=== design 1 ===
## src/rtl/dpram_port_arbiter_pkg.sv

```systemverilog
// Shared types and helpers for the dual-port RAM port arbiter.
// Holds FSM encodings, default widths and a wrap-around index helper.
package dpram_port_arbiter_pkg;

    typedef enum logic {
        ARB    = 1'b0,
        LOCKED = 1'b1
    } arb_state_t;

    localparam int DEF_WIDTH   = 8;
    localparam int DEF_ADDRESS = 6;

    function automatic int wrap_inc(input int i, input int n);
        return (i + 1 >= n) ? 0 : i + 1;
    endfunction

endpackage

```

## src/rtl/dpram_port_arbiter_rr_priority_picker.sv

```systemverilog
// Combinational round-robin picker: first set request at or after ptr.
// Produces both a one-hot grant and its encoded index.
module dpram_port_arbiter_rr_priority_picker #(
    parameter int N  = 4,
    parameter int IW = 2
) (
    input  logic [N-1:0]  req,
    input  logic [IW-1:0] ptr,
    output logic [N-1:0]  grant,
    output logic [IW-1:0] idx
);

    int   j;
    logic found;

    always_comb begin
        grant = '0;
        idx   = '0;
        found = 1'b0;
        j     = 0;
        for (int k = 0; k < N; k++) begin
            j = int'(ptr) + k;
            if (j >= N) j = j - N;
            if (!found && req[j]) begin
                found    = 1'b1;
                grant[j] = 1'b1;
                idx      = IW'(j);
            end
        end
    end

endmodule

```

## src/rtl/dpram_port_arbiter.sv

```systemverilog
// Round-robin arbiter sharing one RAM port among N_REQ requesters,
// with optional burst locking and ID-tagged read responses.
module dpram_port_arbiter
    import dpram_port_arbiter_pkg::*;
#(
    parameter int WIDTH     = DEF_WIDTH,
    parameter int ADDRESS   = DEF_ADDRESS,
    parameter int N_REQ     = 4,
    parameter int MAX_BURST = 4
) (
    input  logic                       clk,
    input  logic                       rst,
    input  logic [N_REQ-1:0]           req_valid,
    input  logic [N_REQ-1:0]           req_we,
    input  logic [N_REQ-1:0]           req_lock,
    input  logic [N_REQ*ADDRESS-1:0]   req_addr,
    input  logic [N_REQ*WIDTH-1:0]     req_wdata,
    output logic [N_REQ-1:0]           req_ready,
    output logic [ADDRESS-1:0]         ram_addr,
    output logic [WIDTH-1:0]           ram_data_in,
    output logic                       ram_wr_en,
    input  logic [WIDTH-1:0]           ram_data_out,
    output logic                       rsp_valid,
    output logic [$clog2(N_REQ)-1:0]   rsp_id,
    output logic [WIDTH-1:0]           rsp_rdata
);

    localparam int IW = $clog2(N_REQ);

    arb_state_t       state;
    logic [IW-1:0]    rr_ptr;
    logic [IW-1:0]    owner;
    logic [3:0]       burst_cnt;

    logic [N_REQ-1:0] pick_oh;
    logic [IW-1:0]    pick_idx;
    logic [N_REQ-1:0] grant;
    logic [IW-1:0]    gnt_idx;
    logic             accept;
    logic [ADDRESS-1:0] sel_addr;
    logic [WIDTH-1:0]   sel_wdata;

    // Read tracking: {is_read, id} follows the command to the RAM output
    logic             rd_v1, rd_v2;
    logic [IW-1:0]    rd_id1, rd_id2;

    dpram_port_arbiter_rr_priority_picker #(
        .N  (N_REQ),
        .IW (IW)
    ) u_picker (
        .req   (req_valid),
        .ptr   (rr_ptr),
        .grant (pick_oh),
        .idx   (pick_idx)
    );

    always_comb begin
        grant   = '0;
        gnt_idx = '0;
        if (!rst) begin
            if (state == ARB) begin
                grant   = pick_oh;
                gnt_idx = pick_idx;
            end else begin
                grant   = req_valid & (N_REQ'(1) << owner);
                gnt_idx = owner;
            end
        end
        accept    = |grant;
        sel_addr  = req_addr[gnt_idx*ADDRESS +: ADDRESS];
        sel_wdata = req_wdata[gnt_idx*WIDTH +: WIDTH];
    end

    assign req_ready = grant;

    always_ff @(posedge clk) begin
        if (rst) begin
            state       <= ARB;
            rr_ptr      <= '0;
            owner       <= '0;
            burst_cnt   <= '0;
            ram_addr    <= '0;
            ram_data_in <= '0;
            ram_wr_en   <= 1'b0;
            rd_v1       <= 1'b0;
            rd_v2       <= 1'b0;
            rd_id1      <= '0;
            rd_id2      <= '0;
            rsp_valid   <= 1'b0;
            rsp_id      <= '0;
            rsp_rdata   <= '0;
        end else begin
            ram_wr_en <= 1'b0;
            rd_v1     <= accept && !req_we[gnt_idx];
            rd_id1    <= gnt_idx;
            rd_v2     <= rd_v1;
            rd_id2    <= rd_id1;
            rsp_valid <= rd_v2;
            if (rd_v2) begin
                rsp_id    <= rd_id2;
                rsp_rdata <= ram_data_out;
            end
            if (accept) begin
                ram_addr    <= sel_addr;
                ram_data_in <= sel_wdata;
                ram_wr_en   <= req_we[gnt_idx];
                rr_ptr      <= IW'(wrap_inc(int'(gnt_idx), N_REQ));
            end
            unique case (state)
                ARB: begin
                    if (accept && req_lock[gnt_idx] && MAX_BURST > 1) begin
                        state     <= LOCKED;
                        owner     <= gnt_idx;
                        burst_cnt <= 4'd1;
                    end
                end
                LOCKED: begin
                    if (!req_valid[owner]) begin
                        state     <= ARB;
                        burst_cnt <= '0;
                    end else if (burst_cnt + 4'd1 == 4'(MAX_BURST) ||
                                 !req_lock[owner]) begin
                        state     <= ARB;
                        burst_cnt <= '0;
                    end else begin
                        burst_cnt <= burst_cnt + 4'd1;
                    end
                end
                default: state <= ARB;
            endcase
        end
    end

endmodule
```

## config.mk

```make
export PLATFORM = sky130hd
export DESIGN_NAME = dpram_port_arbiter
export DESIGN_NICKNAME = d
export VERILOG_FILES = /design/src/rtl/dpram_port_arbiter_pkg.sv /design/src/rtl/dpram_port_arbiter_rr_priority_picker.sv /design/src/rtl/dpram_port_arbiter.sv
export SDC_FILE = /design/constraint.sdc
export NUM_CORES = 1
export LEC_CHECK = 0
export CAP_MARGIN = 10
export CORE_ASPECT_RATIO = 1.75
export CORE_MARGIN = 1.5
export CORE_UTILIZATION = 44
export CTS_CLUSTER_DIAMETER = 60
export CTS_CLUSTER_SIZE = 30
export DETAILED_ROUTE_END_ITERATION = 7
export GPL_TIMING_DRIVEN = 1
export PLACE_DENSITY = 0.77
export SLEW_MARGIN = 20
export SYNTH_ARGS = -nofsm -noshare
export SYNTH_HDL_FRONTEND = slang
export SYNTH_SLANG_ARGS = --single-unit
```

## constraint.sdc

```tcl
create_clock -name clk -period 4.2 [get_ports clk]
set_input_delay 0.63 -clock clk [delete_from_list [all_inputs] [get_ports clk]]
set_output_delay 0.63 -clock clk [all_outputs]
set_load 0.01 [all_outputs]
```

=== design 2 ===
`src/rtl/tt_um_ccjiaa_edge_meter.sv`:
```
// rtl/tt_um_ccjiaa_edge_meter.sv - gated rising-edge frequency meter with valid/ack result latch
//
// Counts synchronized rising edges of ui_in[0] over a window of N clk cycles,
// N = BASE_WIN << win_sel. The saturating 8-bit count is latched on uo_out.
//
// Ports:
//   clk      system clock
//   rst_n    asynchronous active-low reset
//   ena      tile enable (ignored)
//   ui_in    [0] sig  [1] arm  [2] ack  [3] unused  [4] cont  [7:5] win_sel
//   uo_out   result of the last completed window
//   uio_in   unused
//   uio_out  [0] valid  [1] ovf  [2] busy  [3] edge_p  [7:4] zero
//   uio_oe   constant 8'h0F
`timescale 1ns/1ps
module tt_um_ccjiaa_edge_meter #(
    parameter int BASE_WIN = 16
) (
    input  logic       clk,
    input  logic       rst_n,
    input  logic       ena,
    input  logic [7:0] ui_in,
    output logic [7:0] uo_out,
    input  logic [7:0] uio_in,
    output logic [7:0] uio_out,
    output logic [7:0] uio_oe
);

    typedef enum logic {
        IDLE = 1'b0,
        GATE = 1'b1
    } state_t;

    state_t      state_q,    state_d;
    logic [2:0]  sig_sync_q, sig_sync_d;   // [0]=s1 [1]=s2 [2]=s3 (history)
    logic [2:0]  arm_sync_q, arm_sync_d;
    logic [11:0] win_cnt_q,  win_cnt_d;
    logic [7:0]  edge_cnt_q, edge_cnt_d;
    logic        sat_q,      sat_d;
    logic [7:0]  result_q,   result_d;
    logic        ovf_q,      ovf_d;
    logic        valid_q,    valid_d;

    logic        edge_p;
    logic        arm_rise;
    logic        ack;
    logic        cont;
    logic [2:0]  win_sel;
    logic [11:0] win_len_m1;
    logic        cnt_full;
    logic [7:0]  cnt_next;
    logic        sat_next;
    logic        load;

    logic        unused_ok;
    assign unused_ok = &{1'b0, ena, uio_in, ui_in[3]};

    assign ack     = ui_in[2];
    assign cont    = ui_in[4];
    assign win_sel = ui_in[7:5];

    assign edge_p   = sig_sync_q[1] & ~sig_sync_q[2];
    assign arm_rise = arm_sync_q[1] & ~arm_sync_q[2];

    // Reload value for the window counter; the counter runs N-1 down to 0.
    assign win_len_m1 = (12'(BASE_WIN) << win_sel) - 12'd1;

    // Count as it would stand after this cycle, including this cycle's edge.
    assign cnt_full = (edge_cnt_q == 8'hFF);
    assign cnt_next = (edge_p && !cnt_full) ? edge_cnt_q + 8'd1 : edge_cnt_q;
    assign sat_next = sat_q | (edge_p & cnt_full);

    always_comb begin
        state_d    = state_q;
        sig_sync_d = {sig_sync_q[1:0], ui_in[0]};
        arm_sync_d = {arm_sync_q[1:0], ui_in[1]};
        win_cnt_d  = win_cnt_q;
        edge_cnt_d = edge_cnt_q;
        sat_d      = sat_q;
        result_d   = result_q;
        ovf_d      = ovf_q;
        valid_d    = valid_q;
        load       = 1'b0;

        case (state_q)
            IDLE: begin
                if (arm_rise || cont) begin
                    state_d    = GATE;
                    win_cnt_d  = win_len_m1;
                    edge_cnt_d = 8'd0;
                    sat_d      = 1'b0;
                end
            end
            GATE: begin
                if (win_cnt_q == 12'd0) begin
                    load     = 1'b1;
                    result_d = cnt_next;
                    ovf_d    = sat_next;
                    if (cont) begin
                        // Back-to-back window: the edge seen this cycle already
                        // went into the closing result, so restart from zero.
                        win_cnt_d  = win_len_m1;
                        edge_cnt_d = 8'd0;
                        sat_d      = 1'b0;
                    end else begin
                        state_d    = IDLE;
                        edge_cnt_d = cnt_next;
                        sat_d      = sat_next;
                    end
                end else begin
                    win_cnt_d  = win_cnt_q - 12'd1;
                    edge_cnt_d = cnt_next;
                    sat_d      = sat_next;
                end
            end
            default: state_d = IDLE;
        endcase

        // A result load takes priority over a coincident ack.
        if (load) begin
            valid_d = 1'b1;
        end else if (ack) begin
            valid_d = 1'b0;
        end
    end

    always_ff @(posedge clk or negedge rst_n) begin
        if (!rst_n) begin
            state_q    <= IDLE;
            sig_sync_q <= 3'b000;
            arm_sync_q <= 3'b000;
            win_cnt_q  <= 12'd0;
            edge_cnt_q <= 8'd0;
            sat_q      <= 1'b0;
            result_q   <= 8'd0;
            ovf_q      <= 1'b0;
            valid_q    <= 1'b0;
        end else begin
            state_q    <= state_d;
            sig_sync_q <= sig_sync_d;
            arm_sync_q <= arm_sync_d;
            win_cnt_q  <= win_cnt_d;
            edge_cnt_q <= edge_cnt_d;
            sat_q      <= sat_d;
            result_q   <= result_d;
            ovf_q      <= ovf_d;
            valid_q    <= valid_d;
        end
    end

    assign uo_out  = result_q;
    assign uio_out = {4'b0000, edge_p, (state_q == GATE), ovf_q, valid_q};
    assign uio_oe  = 8'h0F;

endmodule

```
`config.mk`:
```
export PLATFORM = sky130hd
export DESIGN_NAME = tt_um_ccjiaa_edge_meter
export DESIGN_NICKNAME = d
export VERILOG_FILES = /design/src/rtl/tt_um_ccjiaa_edge_meter.sv
export SDC_FILE = /design/constraint.sdc
export NUM_CORES = 1
export LEC_CHECK = 0
export CORE_ASPECT_RATIO = 0.8
export CORE_MARGIN = 3
export CORE_UTILIZATION = 52
export DETAILED_ROUTE_END_ITERATION = 12
export PLACE_DENSITY = 0.8
export SLEW_MARGIN = 20
export SYNTH_ARGS = -nofsm -noshare
export SYNTH_HDL_FRONTEND = slang
export SYNTH_SLANG_ARGS = --single-unit
```
`constraint.sdc`:
```
create_clock -name clk -period 2.7 [get_ports clk]
set_input_delay 0.54 -clock clk [delete_from_list [all_inputs] [get_ports clk]]
set_output_delay 0.54 -clock clk [all_outputs]
set_load 0.02 [all_outputs]
```
**Design 2: logic cells by family**

Scale: 4 px per um.
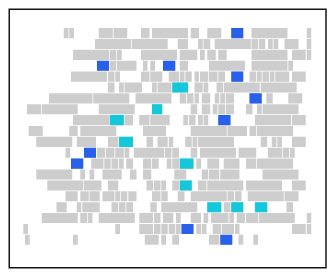
Key: blue = xor and xnor cells [cells 10]; cyan = non-inverting ao/oa cells [cells 9]

==> flow_summary.toml, design 2 <==
# implementation run metrics
[outcome]
status = "complete, no violations"

[detailed_routing]
wirelength_met1_mm = 2.12
vias_per_cell = 5.53
drtIter0Drc = 171
top_layer_used = "met4"

[finish]
design.seq.count = 38
num-multi-input-gates = 176
fill_cells = 353
nets = 277
seq-cell-share_pct = 38.7
drive_gt1_share_pct = 8.63
regArea_um2 = 951
dominant_cells = "multi-input combinational cells"
antenna_cells = 0
inverters_excl_clock = 9
top_register = "win_cnt_q"
syn_to_final_growth_pct = 11.5
final_area_um2 = 2460

[power_and_ir_drop]
pwr-share-comb_pct = 30.9
clock_power_share_pct = 22.7
power_frac_seq_pct = 46.5
p_sw_w = 0.000735
pg_clk_w = 0.000461
ir_drop_mv = 0.495
power_w = 0.00203

[final_timing]
final.period_utilization_pct = 85.6
maxSlewViolCount = 0
fin_crit_ns = 2.31
hold_viol = 0
rsz0062_at_grt = "no"
timing.fmax_mhz = 433

[yosys]
most_common_cell = "dfrtp_1"
ys_area_um2 = 2210
syn_area_um2 = 2210
top_area_cell = "dfrtp_1"
postSynthSeqShare_pct = 43.1
aoi_share_pct = 19.5
ys_top_cells_by_count = "38 x dfrtp_1, 33 x nand2_1, 18 x o21ai_1"
fa_ha_area_share_pct = 2.27
xor_share_pct = 3.97
ff_type = "dfrtp_1"

[job]
tool_warnings = 37

[placed_design]
place_area_um2 = 2350

[critical_path]
crit_type = "reg -> reg"
cp_max_fo = 14
r2r-start = "win_cnt_q[0]"
critPathBufInv = 1
arrival_ns = 2.49
cpMostUsedCell = "a21oi_1"

[floorplan]
pin_count = 43
die_h_um = 64.3
tap_cells = 55
rows = 20
fp-utilization_pct = 56.1

[cts]
tritoncts = "built"
cts_hold_buf = 0
cts_resized = 0
cts_buffers = 5
clockBufferDepth = 2

[grt]
grt_util_met3_pct = 5.21
gr-max-usage-layer = "met1"
==> design 2: path summary, 6_finish.rpt <==
kind                                       to  slack, ns  cells past startpoint
worst min-delay path             win_cnt_q[6]       0.34                      1
worst max register to register  win_cnt_q[10]       0.39                      7
worst min register to register  sig_sync_q[1]       0.35                      0
min in group clk                sig_sync_q[1]       0.35                      0
worst max-delay path            win_cnt_q[10]       0.39                      7
max in group asynchronous       edge_cnt_q[4]       1.85                      1
**Design 1: track usage over the die**

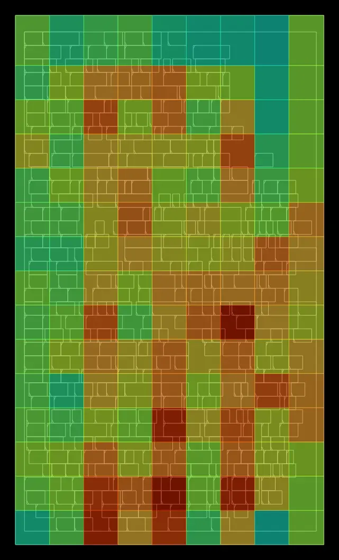
busiest grt layer: met2
gr usage total: 23.1%

==> flow_summary.toml, design 1 <==
# implementation run metrics
[critical_path]
rr_worst_depth = 10

[yosys]
netlist_instances = 297
topCellsByArea = "dfxtp_1 30%, mux2i_1 15%, nand3b_1 6.1%, mux2_2 4.6%, ha_1 3.2%"
xor_share_pct = 0.324
synthArstFlopShare_pct = 0
edf_count = 0

[worst_hold_path]
hp-class = "reg -> reg"

[floorplan]
fp-utilization_pct = 45.6
rows = 37
die_w_um = 62.3

[cts]
cts_buffers = 5
cts_max_level = 2

[job]
tool_warnings = 30

[outcome]
status = "complete, no violations"

[grt]
grt_start_max_net_pins = 20

[placed_design]
dpl.hpwl_mm = 5.78
place_congestion = 0.783

[finish]
clkCellAreaFrac_pct = 2.21
fin_util_pct = 65.9

[detailed_routing]
drc = 0

[final_timing]
report.final.setup_viol = 0
hold_viol = 0

[power_and_ir_drop]
power_w = 0.00247
==> design 1: power by group through the flow <==
stage                     Combinational [W]  Clock (W)  Sequential [W]
after floorplan                     0.00113          0        0.000614
after global placement              0.00156          0        0.000630
after detailed placement            0.00160          0        0.000633
after CTS                           0.00161   0.000263        0.000625
after global routing                0.00175   0.000274        0.000645
final                               0.00160   0.000250        0.000627
==> design 1: layer usage <==
metal | part of all wire, % | track usage, % | up-vias
met4 | 4.5 | 11.9 | 0
met3 | 4.8 | 3.78 | 24
met5 | 0 | 0 | -
li1 | - | - | 1266
met2 | 54 | 45.1 | 99
met1 | 37 | 23.0 | 1231

==> layout pictures side by side <==
The metal 1 layer.
Plate I
Scale: 4 px per um.
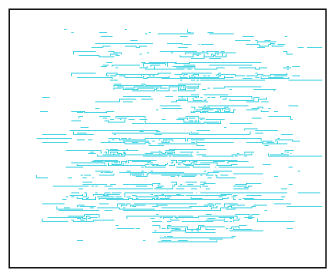
Plate II
Scale: 3 px per um.
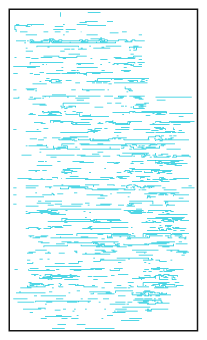
Of these, largest die: Plate II
design 1 -> Plate II
design 2 -> Plate I


=== design 3 ===
<file path="config.mk">
export PLATFORM = sky130hd
export DESIGN_NAME = hilo_div_ctrl
export DESIGN_NICKNAME = d
export VERILOG_FILES = /design/src/rtl/hilo_pkg.sv /design/src/rtl/hilo_div_ctrl.sv
export SDC_FILE = /design/constraint.sdc
export NUM_CORES = 1
export LEC_CHECK = 0
export CORE_MARGIN = 4
export CORE_UTILIZATION = 40
export CTS_BUF_LIST = sky130_fd_sc_hd__clkbuf_4 sky130_fd_sc_hd__clkbuf_8 sky130_fd_sc_hd__clkbuf_16
export DETAILED_ROUTE_END_ITERATION = 12
export PLACE_DENSITY_LB_ADDON = 0.3
export SYNTH_ARGS = -nofsm -noshare
export SYNTH_HDL_FRONTEND = slang
export SYNTH_SLANG_ARGS = --single-unit
export TNS_END_PERCENT = 5
</file>
<file path="constraint.sdc">
create_clock -name clk -period 7.63 [get_ports clk]
set_input_delay 1.9075 -clock clk [delete_from_list [all_inputs] [get_ports clk]]
set_output_delay 1.9075 -clock clk [all_outputs]
set_load 0.005 [all_outputs]
</file>
<file path="src/rtl/hilo_pkg.sv">
// Shared definitions for the HI/LO divide controller: op codes, FSM states
// and the value LO takes when a divide by zero bypasses the divider.
package hilo_pkg;

  localparam logic [1:0] OP_DIV  = 2'd0;
  localparam logic [1:0] OP_DIVU = 2'd1;
  localparam logic [1:0] OP_MTHI = 2'd2;
  localparam logic [1:0] OP_MTLO = 2'd3;

  localparam logic [31:0] DIV_ZERO_LO = 32'hFFFF_FFFF;

  typedef enum logic [1:0] {
    ST_IDLE  = 2'd0,
    ST_START = 2'd1,
    ST_ARM   = 2'd2,
    ST_WAIT  = 2'd3
  } state_t;

endpackage

</file>
<file path="src/rtl/hilo_div_ctrl.sv">
// HI/LO owner and sequencer for the external 32-iteration radix-2 divider.
// Accepts one op at a time in IDLE, launches the divider for DIV/DIVU,
// stalls the control unit until the result lands, and guards the wait with a
// watchdog that raises a sticky err flag if the divider never reports done.
module hilo_div_ctrl
  import hilo_pkg::*;
#(
  parameter int WDOG_CYCLES = 64
) (
  input  logic        clk,
  input  logic        rst,
  input  logic        op_valid,
  input  logic [1:0]  op_code,
  input  logic [31:0] rs_val,
  input  logic [31:0] rt_val,
  output logic        op_ready,
  output logic        stall,
  output logic [31:0] hi,
  output logic [31:0] lo,
  output logic        err,
  output logic        div_start,
  output logic        div_signed,
  output logic [31:0] div_dividend,
  output logic [31:0] div_divisor,
  input  logic [31:0] div_q,
  input  logic [31:0] div_r,
  input  logic        div_done
);

  localparam int WDOG_W = $clog2(WDOG_CYCLES + 1);
  localparam logic [WDOG_W-1:0] WDOG_LAST = WDOG_W'(WDOG_CYCLES - 1);

  state_t            state;
  state_t            state_nxt;
  logic [WDOG_W-1:0] wdog;
  logic [31:0]       hi_nxt;
  logic [31:0]       lo_nxt;
  logic              load_ops;
  logic              set_err;

  // Next-state, handshake and HI/LO write selection for the divide sequence
  always_comb begin
    state_nxt = state;
    op_ready  = 1'b0;
    div_start = 1'b0;
    hi_nxt    = hi;
    lo_nxt    = lo;
    load_ops  = 1'b0;
    set_err   = 1'b0;
    case (state)
      ST_IDLE: begin
        op_ready = 1'b1;
        if (op_valid) begin
          case (op_code)
            OP_DIV, OP_DIVU: begin
              if (rt_val != 32'd0) begin
                load_ops  = 1'b1;
                state_nxt = ST_START;
              end else begin
                hi_nxt = rs_val;
                lo_nxt = DIV_ZERO_LO;
              end
            end
            OP_MTHI: hi_nxt = rs_val;
            OP_MTLO: lo_nxt = rs_val;
            default: ;
          endcase
        end
      end
      ST_START: begin
        div_start = 1'b1;
        state_nxt = ST_ARM;
      end
      ST_ARM: begin
        // The divider's busy bit is not meaningful until after it has loaded
        state_nxt = ST_WAIT;
      end
      ST_WAIT: begin
        if (div_done) begin
          hi_nxt    = div_r;
          lo_nxt    = div_q;
          state_nxt = ST_IDLE;
        end else if (wdog == WDOG_LAST) begin
          set_err   = 1'b1;
          state_nxt = ST_IDLE;
        end
      end
      default: state_nxt = ST_IDLE;
    endcase
  end

  assign stall = ~op_ready;

  // State register
  always_ff @(posedge clk or posedge rst) begin
    if (rst) state <= ST_IDLE;
    else     state <= state_nxt;
  end

  // Watchdog counts cycles spent waiting and restarts whenever WAIT is left
  always_ff @(posedge clk or posedge rst) begin
    if (rst)                  wdog <= '0;
    else if (state == ST_WAIT) wdog <= wdog + 1'b1;
    else                      wdog <= '0;
  end

  // Architectural HI/LO registers and the sticky watchdog error
  always_ff @(posedge clk or posedge rst) begin
    if (rst) begin
      hi  <= 32'd0;
      lo  <= 32'd0;
      err <= 1'b0;
    end else begin
      hi <= hi_nxt;
      lo <= lo_nxt;
      if (set_err) err <= 1'b1;
    end
  end

  // Operand and signedness registers presented to the divider for the whole op
  always_ff @(posedge clk or posedge rst) begin
    if (rst) begin
      div_signed   <= 1'b0;
      div_dividend <= 32'd0;
      div_divisor  <= 32'd0;
    end else if (load_ops) begin
      div_signed   <= (op_code == OP_DIV);
      div_dividend <= rs_val;
      div_divisor  <= rt_val;
    end
  end

endmodule

</file>
**Design 3: the metal 1 layer**

Scale: 2 px per um.
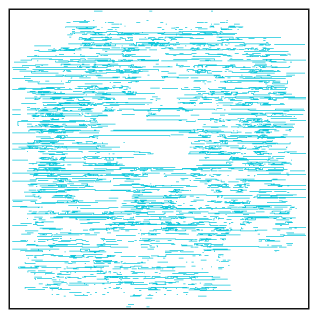
The wires run mostly horizontal. The layer carries 11200 um of wire.

**Design 3: zoomed window**

Region (99, 99) to (124, 124) um. Cells in gray, sequential cells in the stronger gray; small squares are vias.
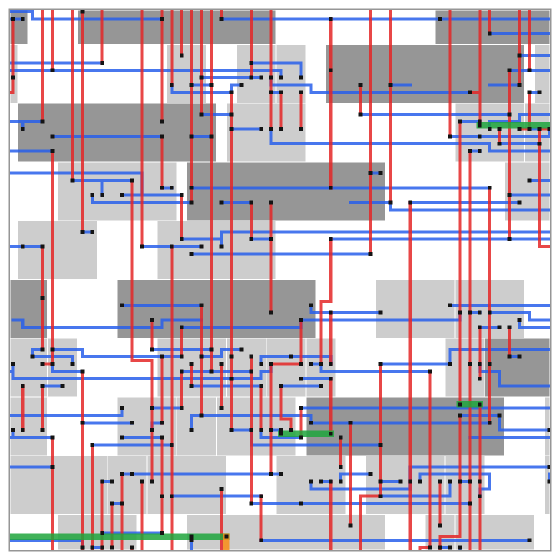
Key: orange = metal 4; red = metal 2; blue = metal 1; green = metal 3
Most frequent: nand3_1 (9), dfrtp_1 (7). Sequential cells in the window: 7. 38 logic cells have their middle in the window. Netlist names of flops here include `lo` (5), `div_dividend` (2).

==> flow_summary.toml <==
# implementation run metrics
[outcome]
status = "complete, no violations"

[finish]
syn_to_final_growth_pct = 42.3
drive_gt1_share_pct = 16.6
final_area_um2 = 11300
final_cells = 1241
fin_util_pct = 58.0

[critical_path]
endpoint_kind = "flop"
crit_path_top_delay_cell = "or4_2"
endpoint = "div_divisor[7]"
crit_type = "in -> reg"
path_cells = "clkdlybuf4s50_1 -> nor4_1 -> nand2_1 -> or4_2 -> buf_4 -> and3_4 -> buf_4 -> mux2_4"
cp_max_fo = 88
r2r_setup_slack_ns = 3.87
worst_ep_required_time_ns = 7.94
r2r-start = "state[1]"

[yosys]
ys_types = 39
synth_flops = 139
yosysWarningCount = 0
most_common_cell = "dfrtp_1"
ys_area_um2 = 7950
syn_area_um2 = 7950
top_cell_area_share_pct = 43.7
ys_top_cells_by_count = "139 x dfrtp_1, 101 x nand3_1, 59 x clkbuf_1"
synth.logic.top_family = "AND-OR/OR-AND gates"
top_area_cell = "dfrtp_1"
aoi_share_pct = 19.9

[final_timing]
slew-limit-headroom_pct = 18.8
timing.fmax_mhz = 200
finalClockSkew_ns = 0.0127
final.period_utilization_pct = 65.6
fin_setup_tns_ns = 0

[cts]
cts_max_level = 4
path_clk_slew_ns = 0.06
insertion_delay_ns = 0.43
cts_resized = 0
cts_buffers = 17
cts_hold_buf = 0

[floorplan]
die_h_um = 149
fp-utilization_pct = 40.7
core_um2 = 19500

[job]
tool_warnings = 30
timing.max_cap.violations = 0

[grt]
grt_util_met3_pct = 5.32
met1_usage_pct = 30.4
grt_util_met2_pct = 36.8
gr-max-usage-layer = "met2"

[power_and_ir_drop]
swShare_pct = 37.3
clock_power_share_pct = 16.1
cellPowerDensity_nw_per_um2 = 457
power_frac_seq_pct = 27.3

[placed_design]
pre_cts_slack_ns = 2.23
place_congestion = 0.811
place_area_um2 = 10700

[detailed_routing]
ant_nets = 0
drc = 0
dr.pass1.iters = 5
wirelength_met1_mm = 11.2
wire_per_inst_um = 21.0
drtIter0Drc = 556
dr_total_vias = 7223

[worst_hold_path]
hp-start = "wdog[0]"
hp-class = "reg -> reg"
flip-flops by register name (all words and copies together), names as in the netlist:
register	flops
div_dividend	32
div_divisor	32
div_signed	1
err	1
hi	32
lo	32
state	2
wdog	7
critical path: cells and delay by family:
| kind | cells | cell delay (ns) |
|---|---|---|
| simple gates | 4 | 1.78 |
| mux | 1 | 0.33 |
| buf+inv | 3 | 1.19 |
final cells by class:
class                      count  area [um2]
clock buffer                  19         447
inverter                       7        31.3
sequential                   139        3480
tap                          265         332
timing repair buffer         277        2740
multi-input combinational    520        4140
antenna                        1        2.50
fill                        1690        8210
clock inverter                13         145


## Gallery

Sequential cells grouped by signal name.
(a)
Scale: 6 px per um. Other sequential cells in the stronger gray, the rest of the logic in the fainter gray.
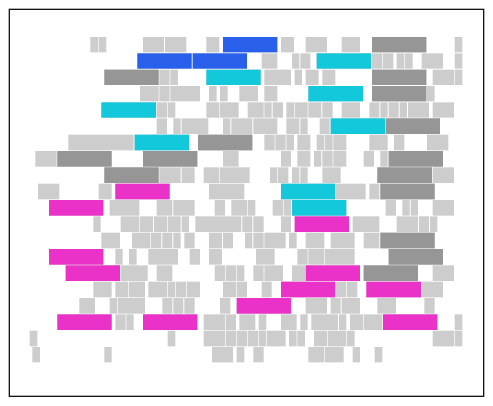
(b)
Scale: 3 px per um. Other sequential cells in the stronger gray, the rest of the logic in the fainter gray.
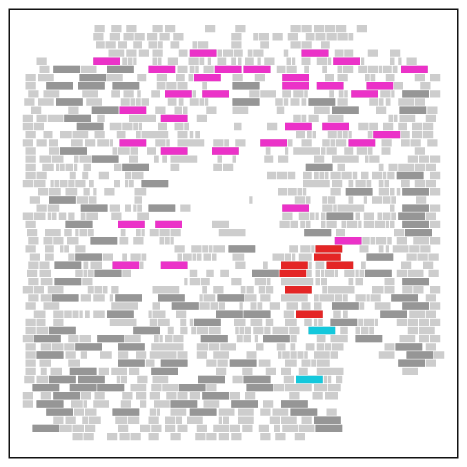
(c)
Scale: 6 px per um. Other sequential cells in the stronger gray, the rest of the logic in the fainter gray.
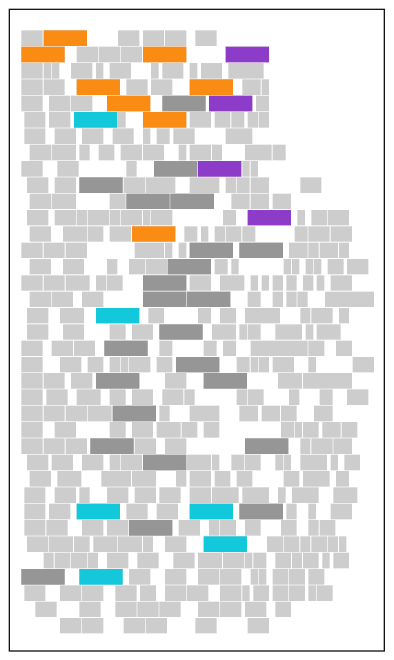
(c) -> design 1
(a) -> design 2
(b) -> design 3
Of these, smallest die: (a)
Of these, most sequential cells: (b)

Key to (b):
Key: magenta = `lo` [placed flops 32]; cyan = `state` [placed flops 2]; red = `wdog` [placed flops 7]
Another 98 sequential cells are not colored.

No activity file was given, so power comes from the tool's default toggle rates.
